=== pg_precompute_stage ===
==> pg_precompute_stage/util_map.png <==
Bar = 20 µm. 9 x 9 tiles, from dark blue (low) to red (high), 0 to 100% covered.
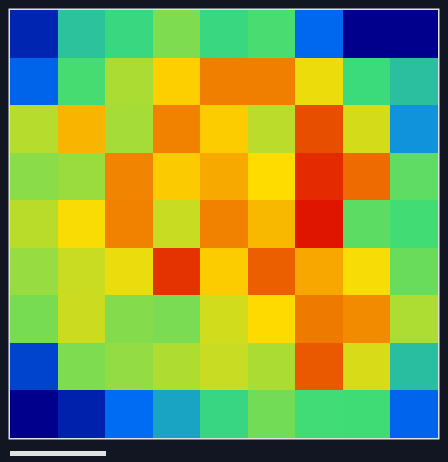

$ cat src/rtl/pg_precompute_stage_pkg.sv
// pg_precompute_stage_pkg
// Shared definitions for the adder pipeline stages (PG precompute, prefix
// network, sum). Holds the two-entry buffer state enumeration and the default
// operand and transaction-counter widths so every stage agrees on them.
package pg_precompute_stage_pkg;

  localparam int PG_WIDTH_DEFAULT = 16;
  localparam int PG_CNT_W_DEFAULT = 16;

  // Occupancy of a two-entry output buffer: nothing held, output register
  // only, or output register plus skid register.
  typedef enum logic [1:0] {
    EMPTY = 2'd0,
    ONE   = 2'd1,
    FULL  = 2'd2
  } buf_state_t;

endpackage

$ cat src/rtl/pg_precompute_stage_pg_cell.sv
// pg_cell
// Single-bit generate/propagate cell used by the PG precompute stage.
// Ports:
//   a, b : operand bits
//   g    : generate, a & b
//   p    : propagate, a ^ b
module pg_cell (
  input  logic a,
  input  logic b,
  output logic g,
  output logic p
);

  assign g = a & b;
  assign p = a ^ b;

endmodule

$ cat src/rtl/pg_precompute_stage.sv
// pg_precompute_stage
// First stage of a parallel-prefix adder. Computes the bitwise generate and
// propagate vectors of a + b + cin (carry-in folded into generate bit 0) and
// hands them downstream through a two-entry valid/ready buffer: an output
// register plus a skid register, so in_ready can be fully registered while
// still sustaining one set per cycle.
// Ports:
//   clk, rst             : clock, asynchronous active-high reset
//   in_valid, in_ready   : upstream handshake for operands a, b, cin
//   a, b, cin            : operands and carry-in
//   out_valid, out_ready : downstream handshake for g_out, p_out
//   g_out, p_out         : generate vector (cin folded) and raw propagate
//   txn_count            : number of PG vectors delivered, wraps
module pg_precompute_stage
  import pg_precompute_stage_pkg::*;
#(
  parameter int WIDTH = PG_WIDTH_DEFAULT,
  parameter int CNT_W = PG_CNT_W_DEFAULT
) (
  input  logic             clk,
  input  logic             rst,
  input  logic             in_valid,
  output logic             in_ready,
  input  logic [WIDTH-1:0] a,
  input  logic [WIDTH-1:0] b,
  input  logic             cin,
  output logic             out_valid,
  input  logic             out_ready,
  output logic [WIDTH-1:0] g_out,
  output logic [WIDTH-1:0] p_out,
  output logic [CNT_W-1:0] txn_count
);

  logic [WIDTH-1:0] g_bit;
  logic [WIDTH-1:0] p_bit;
  logic [WIDTH-1:0] g_in;
  logic [WIDTH-1:0] skid_g;
  logic [WIDTH-1:0] skid_p;
  buf_state_t       state;
  buf_state_t       state_next;
  logic             accept;
  logic             drain;
  logic             load_out_in;
  logic             load_out_skid;
  logic             load_skid;

  // One PG cell per operand bit.
  for (genvar i = 0; i < WIDTH; i++) begin : g_cells
    pg_cell u_cell (
      .a(a[i]),
      .b(b[i]),
      .g(g_bit[i]),
      .p(p_bit[i])
    );
  end

  // Bit 0 generate absorbs the carry-in, so the prefix network never has to
  // treat cin specially. Propagate stays raw because the sum stage needs a^b.
  assign g_in = {g_bit[WIDTH-1:1], g_bit[0] | (p_bit[0] & cin)};

  assign out_valid = (state != EMPTY);
  assign accept    = in_valid & in_ready;
  assign drain     = out_valid & out_ready;

  // Buffer control. A new set goes to the output register whenever that
  // register is free or being drained this cycle; it only lands in the skid
  // register when the output register is held by backpressure. Leaving FULL
  // always moves the skid entry forward, which keeps ordering FIFO.
  always_comb begin
    state_next    = state;
    load_out_in   = 1'b0;
    load_out_skid = 1'b0;
    load_skid     = 1'b0;
    case (state)
      EMPTY: begin
        if (accept) begin
          state_next  = ONE;
          load_out_in = 1'b1;
        end
      end
      ONE: begin
        if (accept && drain) begin
          load_out_in = 1'b1;
        end else if (accept) begin
          state_next = FULL;
          load_skid  = 1'b1;
        end else if (drain) begin
          state_next = EMPTY;
        end
      end
      FULL: begin
        if (drain) begin
          state_next    = ONE;
          load_out_skid = 1'b1;
        end
      end
      default: begin
        state_next = EMPTY;
      end
    endcase
  end

  // State register. in_ready is registered from the next state so that
  // out_ready never reaches in_ready combinationally.
  always_ff @(posedge clk or posedge rst) begin
    if (rst) begin
      state    <= EMPTY;
      in_ready <= 1'b1;
    end else begin
      state    <= state_next;
      in_ready <= (state_next != FULL);
    end
  end

  // Data registers for the output and skid entries.
  always_ff @(posedge clk or posedge rst) begin
    if (rst) begin
      g_out  <= '0;
      p_out  <= '0;
      skid_g <= '0;
      skid_p <= '0;
    end else begin
      if (load_out_in) begin
        g_out <= g_in;
        p_out <= p_bit;
      end else if (load_out_skid) begin
        g_out <= skid_g;
        p_out <= skid_p;
      end
      if (load_skid) begin
        skid_g <= g_in;
        skid_p <= p_bit;
      end
    end
  end

  // Delivered-vector counter, wraps naturally at 2^CNT_W.
  always_ff @(posedge clk or posedge rst) begin
    if (rst) begin
      txn_count <= '0;
    end else if (drain) begin
      txn_count <= txn_count + CNT_W'(1);
    end
  end

endmodule
$ cat config.mk
export PLATFORM = sky130hd
export DESIGN_NAME = pg_precompute_stage
export DESIGN_NICKNAME = d
export VERILOG_FILES = /design/src/rtl/pg_precompute_stage_pkg.sv /design/src/rtl/pg_precompute_stage_pg_cell.sv /design/src/rtl/pg_precompute_stage.sv
export SDC_FILE = /design/constraint.sdc
export NUM_CORES = 1
export LEC_CHECK = 0
export ABC_AREA = 1
export CORE_UTILIZATION = 50
export CTS_CLUSTER_SIZE = 20
export DETAILED_ROUTE_END_ITERATION = 6
export PLACE_DENSITY = 0.8
export RECOVER_POWER = 50
export SKIP_LAST_GASP = 1
export SYNTH_ARGS = -nofsm -noshare
export SYNTH_HDL_FRONTEND = slang
export SYNTH_SLANG_ARGS = --single-unit
$ cat constraint.sdc
create_clock -name clk -period 2.8 [get_ports clk]
set_input_delay 0.28 -clock clk [delete_from_list [all_inputs] [get_ports clk]]
set_output_delay 0.28 -clock clk [all_outputs]
set_load 0.01 [all_outputs]
=== uart_tx_fifo ===
==> src/rtl/vc32_uart_pkg.sv <==
// rtl/vc32_uart_pkg.sv - shared types and constants for the vc32 UART
//
// Purpose: serialiser state encoding and UART constants shared by the
// transmit FIFO top level and its storage sub-module.
package vc32_uart_pkg;

  // Serialiser states; PARITY is only reachable when UART_TX_PARITY_EN is defined.
  typedef enum logic [2:0] {
    IDLE   = 3'd0,
    START  = 3'd1,
    DATA   = 3'd2,
    STOP   = 3'd3,
    PARITY = 3'd4
  } uart_state_e;

  localparam int UART_DATA_BITS = 8;

  // Simulation bit period: 8000 clocks of 10 ns gives an 80 us bit.
  localparam int UART_DIV_SIM = 8000;

endpackage

==> src/rtl/uart_tx_fifo_mem.sv <==
// rtl/uart_tx_fifo_mem.sv - byte FIFO storage with push/pop and occupancy
//
// Purpose: circular byte buffer with wrap-around pointers and an occupancy
// counter. A push while full and a pop while empty are ignored. A push and a
// pop on the same edge leave the count unchanged and advance both pointers.
//
// Ports:
//   clk      in   system clock
//   reset    in   synchronous active-high reset (pointers and count cleared)
//   push_i   in   write request
//   wdata_i  in   byte to store
//   pop_i    in   remove head entry
//   rdata_o  out  head entry (valid when count_o != 0)
//   count_o  out  occupancy, 0..DEPTH
//   full_o   out  count_o == DEPTH
module uart_tx_fifo_mem
  import vc32_uart_pkg::*;
#(
  parameter int DEPTH = 4
) (
  input  logic                     clk,
  input  logic                     reset,
  input  logic                     push_i,
  input  logic [7:0]               wdata_i,
  input  logic                     pop_i,
  output logic [7:0]               rdata_o,
  output logic [$clog2(DEPTH):0]   count_o,
  output logic                     full_o
);

  localparam int AW = $clog2(DEPTH);
  localparam int CW = AW + 1;

  logic [7:0]    mem_q [DEPTH];
  logic [AW-1:0] wr_ptr_q;
  logic [AW-1:0] rd_ptr_q;
  logic [CW-1:0] count_q;
  logic          push_ok;
  logic          pop_ok;

  assign full_o  = (count_q == CW'(DEPTH));
  assign push_ok = push_i && !full_o;
  assign pop_ok  = pop_i && (count_q != '0);
  assign rdata_o = mem_q[rd_ptr_q];
  assign count_o = count_q;

  // DEPTH is a power of two, so pointer overflow is the wrap-around.
  always_ff @(posedge clk) begin
    if (reset) begin
      wr_ptr_q <= '0;
      rd_ptr_q <= '0;
      count_q  <= '0;
    end else begin
      if (push_ok) wr_ptr_q <= wr_ptr_q + AW'(1);
      if (pop_ok)  rd_ptr_q <= rd_ptr_q + AW'(1);
      if (push_ok && !pop_ok) begin
        count_q <= count_q + CW'(1);
      end else if (pop_ok && !push_ok) begin
        count_q <= count_q - CW'(1);
      end
    end
  end

  // Storage needs no reset: entries are only read once counted as valid.
  always_ff @(posedge clk) begin
    if (push_ok) mem_q[wr_ptr_q] <= wdata_i;
  end

endmodule

==> src/rtl/uart_tx_fifo.sv <==
// rtl/uart_tx_fifo.sv - vc32 UART transmitter with byte FIFO, 8N1 framing
//
// Purpose: buffers CPU-written bytes and serialises them as idle-high 8N1
// frames (start low, 8 data bits LSB first, stop high). Each bit lasts div
// clocks (0 treated as 1), latched at frame start. Consecutive frames run
// back-to-back with no idle cycle between them.
// Optional macro UART_TX_PARITY_EN adds a parity bit between data and stop
// (even parity, odd when parity_odd=1, sampled at frame start).
//
// Ports:
//   clk         in   system clock
//   reset       in   synchronous active-high reset; abandons any frame
//   wr_valid    in   CPU presents a byte
//   wr_data     in   byte to transmit
//   wr_ready    out  FIFO not full
//   div         in   clocks per bit
//   tx          out  registered serial line
//   busy        out  frame in progress or FIFO non-empty
//   count       out  FIFO occupancy
//   parity_odd  in   (UART_TX_PARITY_EN only) select odd parity
module uart_tx_fifo
  import vc32_uart_pkg::*;
#(
  parameter int FIFO_DEPTH = 4,
  parameter int DIV_W      = 16
) (
  input  logic                          clk,
  input  logic                          reset,
  input  logic                          wr_valid,
  input  logic [7:0]                    wr_data,
  output logic                          wr_ready,
  input  logic [DIV_W-1:0]              div,
  output logic                          tx,
  output logic                          busy,
  output logic [$clog2(FIFO_DEPTH):0]   count
`ifdef UART_TX_PARITY_EN
  ,
  input  logic                          parity_odd
`endif
);

  uart_state_e      state_q;
  logic             tx_q;
  logic [7:0]       shift_q;
  logic [2:0]       bit_idx_q;
  logic [DIV_W-1:0] div_q;
  logic [DIV_W-1:0] timer_q;
`ifdef UART_TX_PARITY_EN
  logic             parity_q;
`endif

  logic             full;
  logic [7:0]       head;
  logic             pop;
  logic             bit_end;
  logic [DIV_W-1:0] div_eff;

  assign div_eff  = (div == '0) ? DIV_W'(1) : div;
  assign bit_end  = (timer_q == '0);
  // A frame is loaded only from IDLE or at the last clock of STOP.
  assign pop      = (count != '0) &&
                    ((state_q == IDLE) || ((state_q == STOP) && bit_end));
  assign wr_ready = !full;
  assign busy     = (state_q != IDLE) || (count != '0);
  assign tx       = tx_q;

  uart_tx_fifo_mem #(
    .DEPTH (FIFO_DEPTH)
  ) u_mem (
    .clk     (clk),
    .reset   (reset),
    .push_i  (wr_valid),
    .wdata_i (wr_data),
    .pop_i   (pop),
    .rdata_o (head),
    .count_o (count),
    .full_o  (full)
  );

  // tx_q is loaded with the level of the state being entered, so the line
  // changes exactly on the bit boundary edge with no combinational path.
  always_ff @(posedge clk) begin
    if (reset) begin
      state_q   <= IDLE;
      tx_q      <= 1'b1;
      shift_q   <= '0;
      bit_idx_q <= '0;
      div_q     <= '0;
      timer_q   <= '0;
`ifdef UART_TX_PARITY_EN
      parity_q  <= 1'b0;
`endif
    end else begin
      case (state_q)
        IDLE: begin
          tx_q <= 1'b1;
          if (pop) begin
            state_q  <= START;
            tx_q     <= 1'b0;
            shift_q  <= head;
            div_q    <= div_eff;
            timer_q  <= div_eff - DIV_W'(1);
`ifdef UART_TX_PARITY_EN
            parity_q <= (^head) ^ parity_odd;
`endif
          end
        end

        START: begin
          if (bit_end) begin
            state_q   <= DATA;
            tx_q      <= shift_q[0];
            bit_idx_q <= '0;
            timer_q   <= div_q - DIV_W'(1);
          end else begin
            timer_q <= timer_q - DIV_W'(1);
          end
        end

        DATA: begin
          if (bit_end) begin
            timer_q <= div_q - DIV_W'(1);
            if (bit_idx_q == 3'(UART_DATA_BITS - 1)) begin
`ifdef UART_TX_PARITY_EN
              state_q <= PARITY;
              tx_q    <= parity_q;
`else
              state_q <= STOP;
              tx_q    <= 1'b1;
`endif
            end else begin
              shift_q   <= shift_q >> 1;
              tx_q      <= shift_q[1];
              bit_idx_q <= bit_idx_q + 3'd1;
            end
          end else begin
            timer_q <= timer_q - DIV_W'(1);
          end
        end

`ifdef UART_TX_PARITY_EN
        PARITY: begin
          if (bit_end) begin
            state_q <= STOP;
            tx_q    <= 1'b1;
            timer_q <= div_q - DIV_W'(1);
          end else begin
            timer_q <= timer_q - DIV_W'(1);
          end
        end
`endif

        STOP: begin
          if (bit_end) begin
            if (pop) begin
              // Next frame starts immediately: no idle cycle between frames.
              state_q  <= START;
              tx_q     <= 1'b0;
              shift_q  <= head;
              div_q    <= div_eff;
              timer_q  <= div_eff - DIV_W'(1);
`ifdef UART_TX_PARITY_EN
              parity_q <= (^head) ^ parity_odd;
`endif
            end else begin
              state_q <= IDLE;
              tx_q    <= 1'b1;
            end
          end else begin
            timer_q <= timer_q - DIV_W'(1);
          end
        end

        default: begin
          state_q <= IDLE;
          tx_q    <= 1'b1;
        end
      endcase
    end
  end

endmodule

==> config.mk <==
export PLATFORM = sky130hd
export DESIGN_NAME = uart_tx_fifo
export DESIGN_NICKNAME = d
export VERILOG_FILES = /design/src/rtl/vc32_uart_pkg.sv /design/src/rtl/uart_tx_fifo_mem.sv /design/src/rtl/uart_tx_fifo.sv
export SDC_FILE = /design/constraint.sdc
export NUM_CORES = 1
export LEC_CHECK = 0
export ABC_CLOCK_PERIOD_IN_PS = 4300
export CAP_MARGIN = 20
export CORE_MARGIN = 10
export CORE_UTILIZATION = 64
export DETAILED_ROUTE_END_ITERATION = 16
export MAX_ROUTING_LAYER = met4
export PLACE_DENSITY_LB_ADDON = 0.2
export SLEW_MARGIN = 5
export SYNTH_ARGS = -nofsm -noshare
export SYNTH_HDL_FRONTEND = slang
export SYNTH_SLANG_ARGS = --single-unit
==> constraint.sdc <==
create_clock -name clk -period 4.3 [get_ports clk]
set_input_delay 0.645 -clock clk [delete_from_list [all_inputs] [get_ports clk]]
set_output_delay 0.645 -clock clk [all_outputs]
set_load 0.1 [all_outputs]
=== gcc_track ===
===== config.mk =====
export PLATFORM = sky130hd
export DESIGN_NAME = gcc_track
export DESIGN_NICKNAME = d
export VERILOG_FILES = /design/src/rtl/gcc_track.sv
export SDC_FILE = /design/constraint.sdc
export NUM_CORES = 1
export LEC_CHECK = 0
export CORE_MARGIN = 2
export CORE_UTILIZATION = 65
export DETAILED_ROUTE_END_ITERATION = 8
export GPL_TIMING_DRIVEN = 0
export PLACE_DENSITY = 0.85
export SLEW_MARGIN = 20
export SYNTH_ARGS = -nofsm -noshare
export SYNTH_HDL_FRONTEND = slang
export SYNTH_SLANG_ARGS = --single-unit

===== constraint.sdc =====
create_clock -name CLK -period 14.2 [get_ports CLK]
set_input_delay 2.84 -clock CLK [delete_from_list [all_inputs] [get_ports CLK]]
set_output_delay 2.84 -clock CLK [all_outputs]
set_load 0.02 [all_outputs]

===== src/rtl/gcc_track.sv =====
// Centroid tracker behind GCC: forms (X, Y, dX, dY, FIRST) records and queues them in a FWFT FIFO.
// Define GCC_TRACK_BBOX_EN to add a running bounding box (XMIN/XMAX/YMIN/YMAX) of the current track.
module gcc_track #(
    parameter int unsigned DW    = 8,
    parameter int unsigned DEPTH = 8,
    parameter int unsigned AW    = 3
) (
    input  logic          CLK,
    input  logic          RESET_,
    input  logic          IN_VALID,
    input  logic [DW-1:0] XC_IN,
    input  logic [DW-1:0] YC_IN,
    input  logic          CLR,
    output logic          OUT_VALID,
    input  logic          OUT_READY,
    output logic [DW-1:0] X_OUT,
    output logic [DW-1:0] Y_OUT,
    output logic [DW:0]   DX,
    output logic [DW:0]   DY,
    output logic          FIRST,
    output logic [AW:0]   COUNT,
    output logic          OVERFLOW
`ifdef GCC_TRACK_BBOX_EN
    ,
    output logic [DW-1:0] XMIN,
    output logic [DW-1:0] XMAX,
    output logic [DW-1:0] YMIN,
    output logic [DW-1:0] YMAX
`endif
);

    localparam int unsigned CW = AW + 1;
    localparam logic [CW-1:0] FULL_CNT = CW'(DEPTH);

    typedef enum logic {
        IDLE,
        TRACK
    } state_t;

    state_t state, state_n;
    logic   first_c;

    logic [DW-1:0] prev_x, prev_y;
    logic [DW:0]   dx_c, dy_c;

    logic [DW-1:0] mem_x  [DEPTH];
    logic [DW-1:0] mem_y  [DEPTH];
    logic [DW:0]   mem_dx [DEPTH];
    logic [DW:0]   mem_dy [DEPTH];
    logic [DEPTH-1:0] mem_first;

    logic [AW-1:0] wr_ptr, rd_ptr, rd_ptr_n;
    logic [CW-1:0] count_n;
    logic          push_c, pop_c;

    logic          hv_n, hf_n;
    logic [DW-1:0] hx_n, hy_n;
    logic [DW:0]   hdx_n, hdy_n;

    // Track state register
    always_ff @(posedge CLK) begin
        if (!RESET_) state <= IDLE;
        else         state <= state_n;
    end

    // Track next state; a sample starts a new track in IDLE or alongside CLR
    always_comb begin
        state_n = state;
        first_c = (state == IDLE) || CLR;
        case (state)
            IDLE:    if (IN_VALID) state_n = TRACK;
            TRACK:   if (IN_VALID) state_n = TRACK;
                     else if (CLR) state_n = IDLE;
            default: state_n = IDLE;
        endcase
    end

    // Deltas are zero-extended differences; a track start reports no motion
    always_comb begin
        dx_c = '0;
        dy_c = '0;
        if (!first_c) begin
            dx_c = {1'b0, XC_IN} - {1'b0, prev_x};
            dy_c = {1'b0, YC_IN} - {1'b0, prev_y};
        end
    end

    assign pop_c   = OUT_VALID && OUT_READY;
    assign push_c  = IN_VALID && ((COUNT != FULL_CNT) || pop_c);
    assign count_n = COUNT + CW'(push_c) - CW'(pop_c);
    assign rd_ptr_n = pop_c ? rd_ptr + AW'(1) : rd_ptr;

    // Next head: the incoming record when nothing older survives the pop, else stored data
    always_comb begin
        hv_n  = 1'b0;
        hx_n  = '0;
        hy_n  = '0;
        hdx_n = '0;
        hdy_n = '0;
        hf_n  = 1'b0;
        if (count_n != '0) begin
            hv_n = 1'b1;
            if (COUNT == CW'(pop_c)) begin
                hx_n  = XC_IN;
                hy_n  = YC_IN;
                hdx_n = dx_c;
                hdy_n = dy_c;
                hf_n  = first_c;
            end else begin
                hx_n  = mem_x[rd_ptr_n];
                hy_n  = mem_y[rd_ptr_n];
                hdx_n = mem_dx[rd_ptr_n];
                hdy_n = mem_dy[rd_ptr_n];
                hf_n  = mem_first[rd_ptr_n];
            end
        end
    end

    always_ff @(posedge CLK) begin
        if (RESET_ && push_c) begin
            mem_x[wr_ptr]     <= XC_IN;
            mem_y[wr_ptr]     <= YC_IN;
            mem_dx[wr_ptr]    <= dx_c;
            mem_dy[wr_ptr]    <= dy_c;
            mem_first[wr_ptr] <= first_c;
        end
    end

    always_ff @(posedge CLK) begin
        if (!RESET_) begin
            wr_ptr    <= '0;
            rd_ptr    <= '0;
            COUNT     <= '0;
            OVERFLOW  <= 1'b0;
            OUT_VALID <= 1'b0;
            X_OUT     <= '0;
            Y_OUT     <= '0;
            DX        <= '0;
            DY        <= '0;
            FIRST     <= 1'b0;
            prev_x    <= '0;
            prev_y    <= '0;
        end else begin
            if (push_c) wr_ptr <= wr_ptr + AW'(1);
            rd_ptr    <= rd_ptr_n;
            COUNT     <= count_n;
            if (IN_VALID && !push_c) OVERFLOW <= 1'b1;
            OUT_VALID <= hv_n;
            X_OUT     <= hx_n;
            Y_OUT     <= hy_n;
            DX        <= hdx_n;
            DY        <= hdy_n;
            FIRST     <= hf_n;
            // History follows every sample, dropped or not
            if (IN_VALID) begin
                prev_x <= XC_IN;
                prev_y <= YC_IN;
            end
        end
    end

`ifdef GCC_TRACK_BBOX_EN
    // Running bounding box of the current track
    always_ff @(posedge CLK) begin
        if (!RESET_) begin
            XMIN <= '1;
            XMAX <= '0;
            YMIN <= '1;
            YMAX <= '0;
        end else if (IN_VALID) begin
            if (first_c) begin
                XMIN <= XC_IN;
                XMAX <= XC_IN;
                YMIN <= YC_IN;
                YMAX <= YC_IN;
            end else begin
                if (XC_IN < XMIN) XMIN <= XC_IN;
                if (XC_IN > XMAX) XMAX <= XC_IN;
                if (YC_IN < YMIN) YMIN <= YC_IN;
                if (YC_IN > YMAX) YMAX <= YC_IN;
            end
        end else if (CLR) begin
            XMIN <= '1;
            XMAX <= '0;
            YMIN <= '1;
            YMAX <= '0;
        end
    end
`endif

endmodule



==> screenshots <==
Placement by cell class.
Plate I
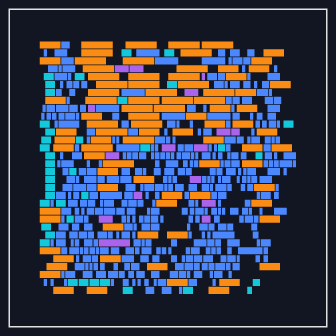
Plate II
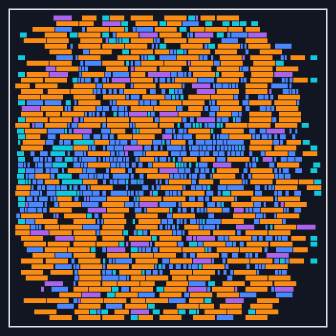
Plate III
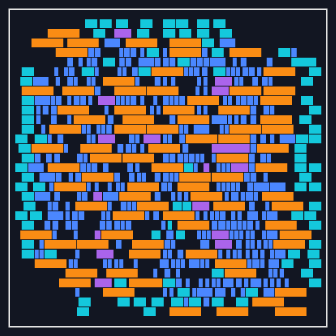
- gcc_track = Plate II
- uart_tx_fifo = Plate I
- pg_precompute_stage = Plate III
- most cells: Plate II
- most sequential cells: Plate II

Key to Plate I:
legend:
  orange:
    class: sequential cells
    cells: 87
    share_of_their_area: 38%
  purple:
    class: clock drivers and dummy loads
    cells: 16
    share_of_their_area: 3.7%
  cyan:
    class: remaining buffers and delay cells
    cells: 39
    share_of_their_area: 6.8%
  blue:
    class: remaining logic cells
    cells: 398
    share_of_their_area: 52%

==> gcc_track/m4.png <==
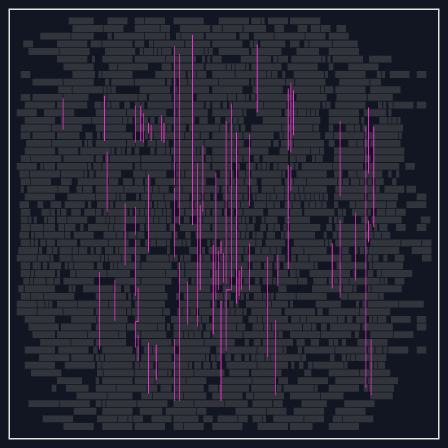
longest straight run: 92.5 µm
wire length on this layer: 1570 µm
share of all routed wire: 4.2%

==> gcc_track/clock_nets.png <==
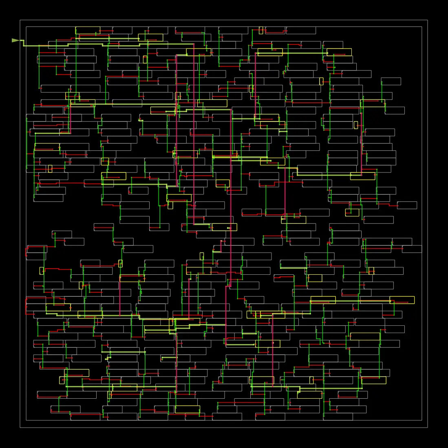
Max Clock Skew: 0.0179 ns
clock buffer count from CTS: 34
CTS sink count: 344

==> flow_summary.yaml, gcc_track <==
# physical design summary
drt:
  drt-pass1-iter-count: 6
  ant_nets: 0
floorplan:
  io_pins: 62
run:
  warning_count: 27
layout:
  lay_top_count: "edfxtp_1"
  seq_cells: 344
clocking:
  clk_latency_ns: 0.52
  ctsHoldBuffers: 0
  post-cts-setup-buffers: 0
pwr:
  peakVddDrop_mv: 0.150
critical_path:
  startpoint: "IN_VALID"
  rr_endpoint: "Y_OUT[7]"
  slowest_delay_ns: 0.74
logic_synthesis:
  top_cell: "edfxtp_1"
  synthCells: 985
place:
  portBuffers: 59
status:
  outcome: "completed"
final_timing:
  max-slew-margin-rel: 0.240
[gcc_track: power by group]
| part | switching (mW) | total [mW] | internal (mW) |
|---|---|---|---|
| registers | 0.0279 | 1.19 | 1.17 |
| logic | 0.547 | 0.876 | 0.329 |
| clock network | 0.367 | 0.881 | 0.513 |
| total | 0.942 | 2.95 | 2.01 |
[gcc_track: critical path, delay by kind of cell]
family                   cells  cell delay [ns]
adder cells (fa/ha/maj)      3             0.83
XOR/XNOR                     1             0.15
AND-OR/OR-AND                2             0.73
AND/OR/NAND/NOR              2             0.60
buffers and inverters        6             1.60
[gcc_track: layer usage]
| layer | GRT usage | vias to the layer above | share of wire |
|---|---|---|---|
| li1 | - | 4043 | - |
| met1 | 0.442 | 4732 | 0.36 |
| met2 | 0.513 | 676 | 0.48 |
| met3 | 0.0622 | 139 | 0.11 |
| met4 | 0.126 | 0 | 0.042 |
| met5 | 0 | - | 0 |
[gcc_track: state kept, by name, summed over array words and instances, names as in the netlist, 9 cells and up]
| register | count |
|---|---|
| DX | 9 |
| mem_dy | 72 |
| mem_x | 64 |
| mem_y | 64 |
| mem_dx | 72 |
| DY | 9 |
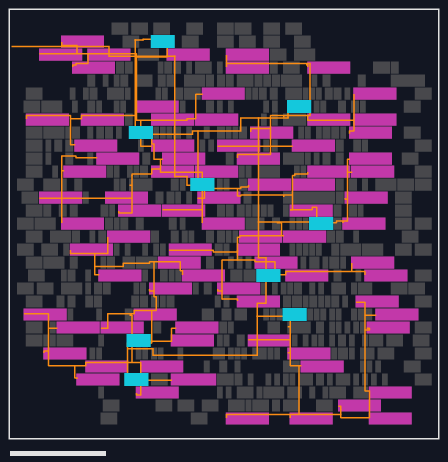
(pg_precompute_stage/clock_wires.png)
Bar = 20 µm.
legend:
  orange:
    item: clock wires
    length: 971 µm
  cyan:
    item: clock-net drivers
    count: 9
  magenta:
    item: flip-flops
    count: 83
routed clock nets: 10

Notes on pg_precompute_stage/util_map.png above:
tiles over 75% full: 30%
nearly empty tiles: 3.7%
densest ninth of the die: center
fullest tile: 98%
mean over tiles: 61%

==> flow_summary.yaml, pg_precompute_stage <==
# physical design summary
critical_path:
  cp_slowest_cell: "o21ai_0"
  critPathCaptureType: "register"
  r2r-start: "state[1]"
  slowest_delay_ns: 0.54
global_routing:
  grt-ovfl-total: 0
clocking:
  post-cts-setup-buffers: 0
  cts.sinks: 83
  cts-htree-levels: 3
layout:
  inverters: 35
  antenna_cells: 0
  area_growth_pct: 30.3
  num-nets-final: 587
  buf_share: 0.185
  lay_top_count: "nand2_1"
  seq_area_frac: 0.416
logic_synthesis:
  yosysChipArea_um2: 3830
  async_flop_share: 1.00
  xor_area_frac: 0.0228
  synth.comb.largest_family: "simple AND/OR/NAND/NOR gates"
drt:
  vias: 3367
  wl_met1_mm: 3.91
final_timing:
  tns_ns: 0
  period_used_share: 0.741
  rsz0062_at_grt: "false"
  max-slew-margin-rel: 0.325
  whs_ns: 0.482
status:
  outcome: "completed"
pwr:
  power_frac_comb: 0.407
run:
  warning_count: 26
-- pg_precompute_stage: registers in the layout (all words and copies together) (netlist names) --
signal and cells:
p_out 16, g_out 16, txn_count 16, state 2, skid_p 16, in_ready 1, skid_g 16
-- pg_precompute_stage: worst max-delay path: cells and delay by family (launching register included) --
kind                   cells  cell delay [ns]
and+or+nand+nor            3             0.36
DFF                        1             0.42
buffers and inverters      1             0.36
AOI/OAI and AO/OA          3             0.82
-- pg_precompute_stage: per-stage QoR --
step	setup slack [ns]	cell area (µm²)	total power, mW
CTS	0.949	5010	5.03
finish	0.726	4990	4.96
floorplan	0.385	3830	3.15
global placement	0.884	4800	4.02
detailed placement	0.819	4800	4.11
global route	0.493	4990	5.34
-- pg_precompute_stage: cell usage after synthesis (all sizes together), types with 4 or more instances --
library cell | instances | area share
xor2 | 6 | 0.014
ha | 17 | 0.055
a21oi | 20 | 0.026
dfrtp | 82 | 0.54
xnor2 | 4 | 0.0091
nand3 | 31 | 0.040
nor2 | 36 | 0.037
buf | 11 | 0.015
nand2 | 132 | 0.13
inv | 35 | 0.034
nand4 | 4 | 0.0065
clkbuf | 9 | 0.0088
o21ai | 58 | 0.077
==> uart_tx_fifo/clock_wires.png <==
Bar = 20 µm.
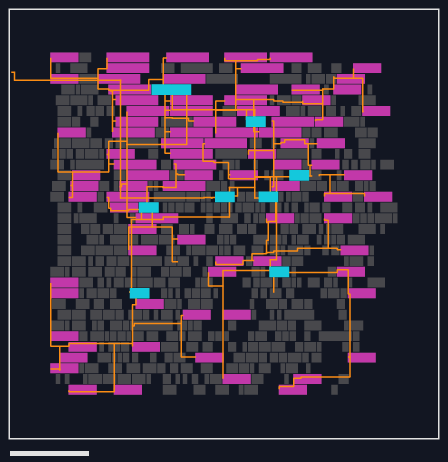
legend:
  orange:
    item: clock wires
    length: 1040 µm
  magenta:
    item: flip-flops
    count: 87
  cyan:
    item: clock-net drivers
    count: 9
routed clock nets: 10

==> uart_tx_fifo/clock_nets.png <==
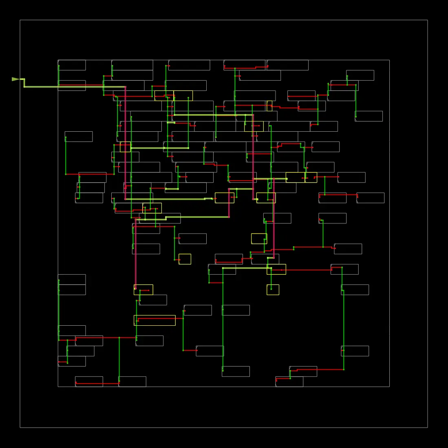
Clock group: 0.599 mW
CTS sink count: 87
clk latency late pin: 0.36 ns

==> flow_summary.yaml, uart_tx_fifo <==
# physical design summary
drt:
  drc: 0
  routedWlPerCell_um: 20.3
  drt-pass1-iter-count: 5
final_timing:
  fin_crit_ns: 3.41
  rsz0062_at_grt: "false"
  fmax_mhz: 293
layout:
  lay_top_count: "nor2_1"
place:
  gp_congestion: 0.980
pwr:
  power.leakage_nw: 2.06
floorplan:
  coreArea_um2: 7690
logic_synthesis:
  syn_area_per_cell_um2: 9.71
  top_cell: "nor2_1"
critical_path:
  path_cells: "inv_1 -> ha_1 -> nand2_1 -> clkdlybuf4s50_1"
  critPathCaptureType: "output pin"
clocking:
  post-cts-setup-buffers: 0
status:
  outcome: "completed"
-- uart_tx_fifo: registers in the layout (all words and copies together), names as in the netlist, named ones only --
register,flops
u_mem.rd_ptr_q,2
shift_q,8
u_mem.wr_ptr_q,2
div_q,16
u_mem.mem_q,32
state_q,2
timer_q,16
bit_idx_q,3
tx,1
u_mem.count_o,3
-- uart_tx_fifo: per-layer routing --
layer  GRT usage  wire, µm
met5           -         0
met4      0.0763       228
met3      0.0565      1200
met2       0.339      5910
met1       0.313      5670
-- uart_tx_fifo: layout make-up --
cell class                      instances  area (µm²)
Inverter                               18        67.6
Timing Repair Buffer                   39         368
Sequential cell                        87        2060
Clock buffer                           10         128
Multi-Input combinational cell        380        2740
Clock inverter                          6        75.1
Fill cell                             590        2120
Tap cell                              102         128
-- uart_tx_fifo: final timing paths --
path	endpoint	startpoint	slack, ns
hold / removal	shift_q[7]	shift_q[7]	0.50
setup reg to reg	div_q[2]	state_q[1]	1.07
hold reg to reg	shift_q[7]	shift_q[7]	0.50
setup / recovery	busy	state_q[1]	0.89


==> gallery <==
Wiring heat map.
image #1
30 x 30 tiles, from dark blue (low) to red (high), scaled to the fullest tile. Values are wire area over tile area, all layers added.
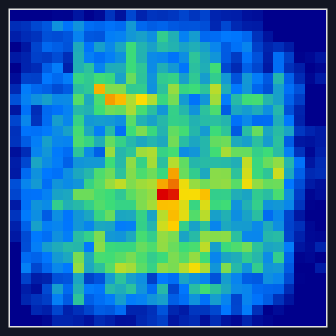
image #2
18 x 18 tiles, from dark blue (low) to red (high), scaled to the fullest tile. Values are wire area over tile area, all layers added.
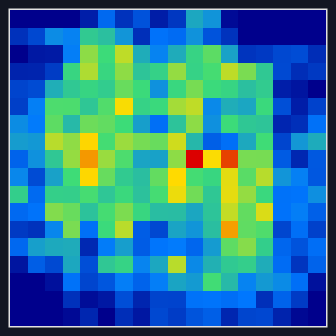
image #3
22 x 22 tiles, from dark blue (low) to red (high), scaled to the fullest tile. Values are wire area over tile area, all layers added.
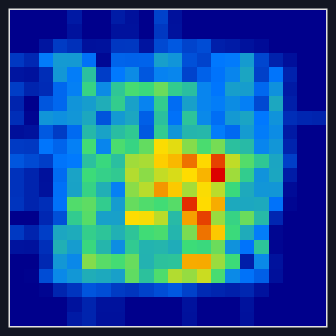
- uart_tx_fifo = image #3
- gcc_track = image #1
- pg_precompute_stage = image #2

Power is estimated from default activity; no workload was simulated.
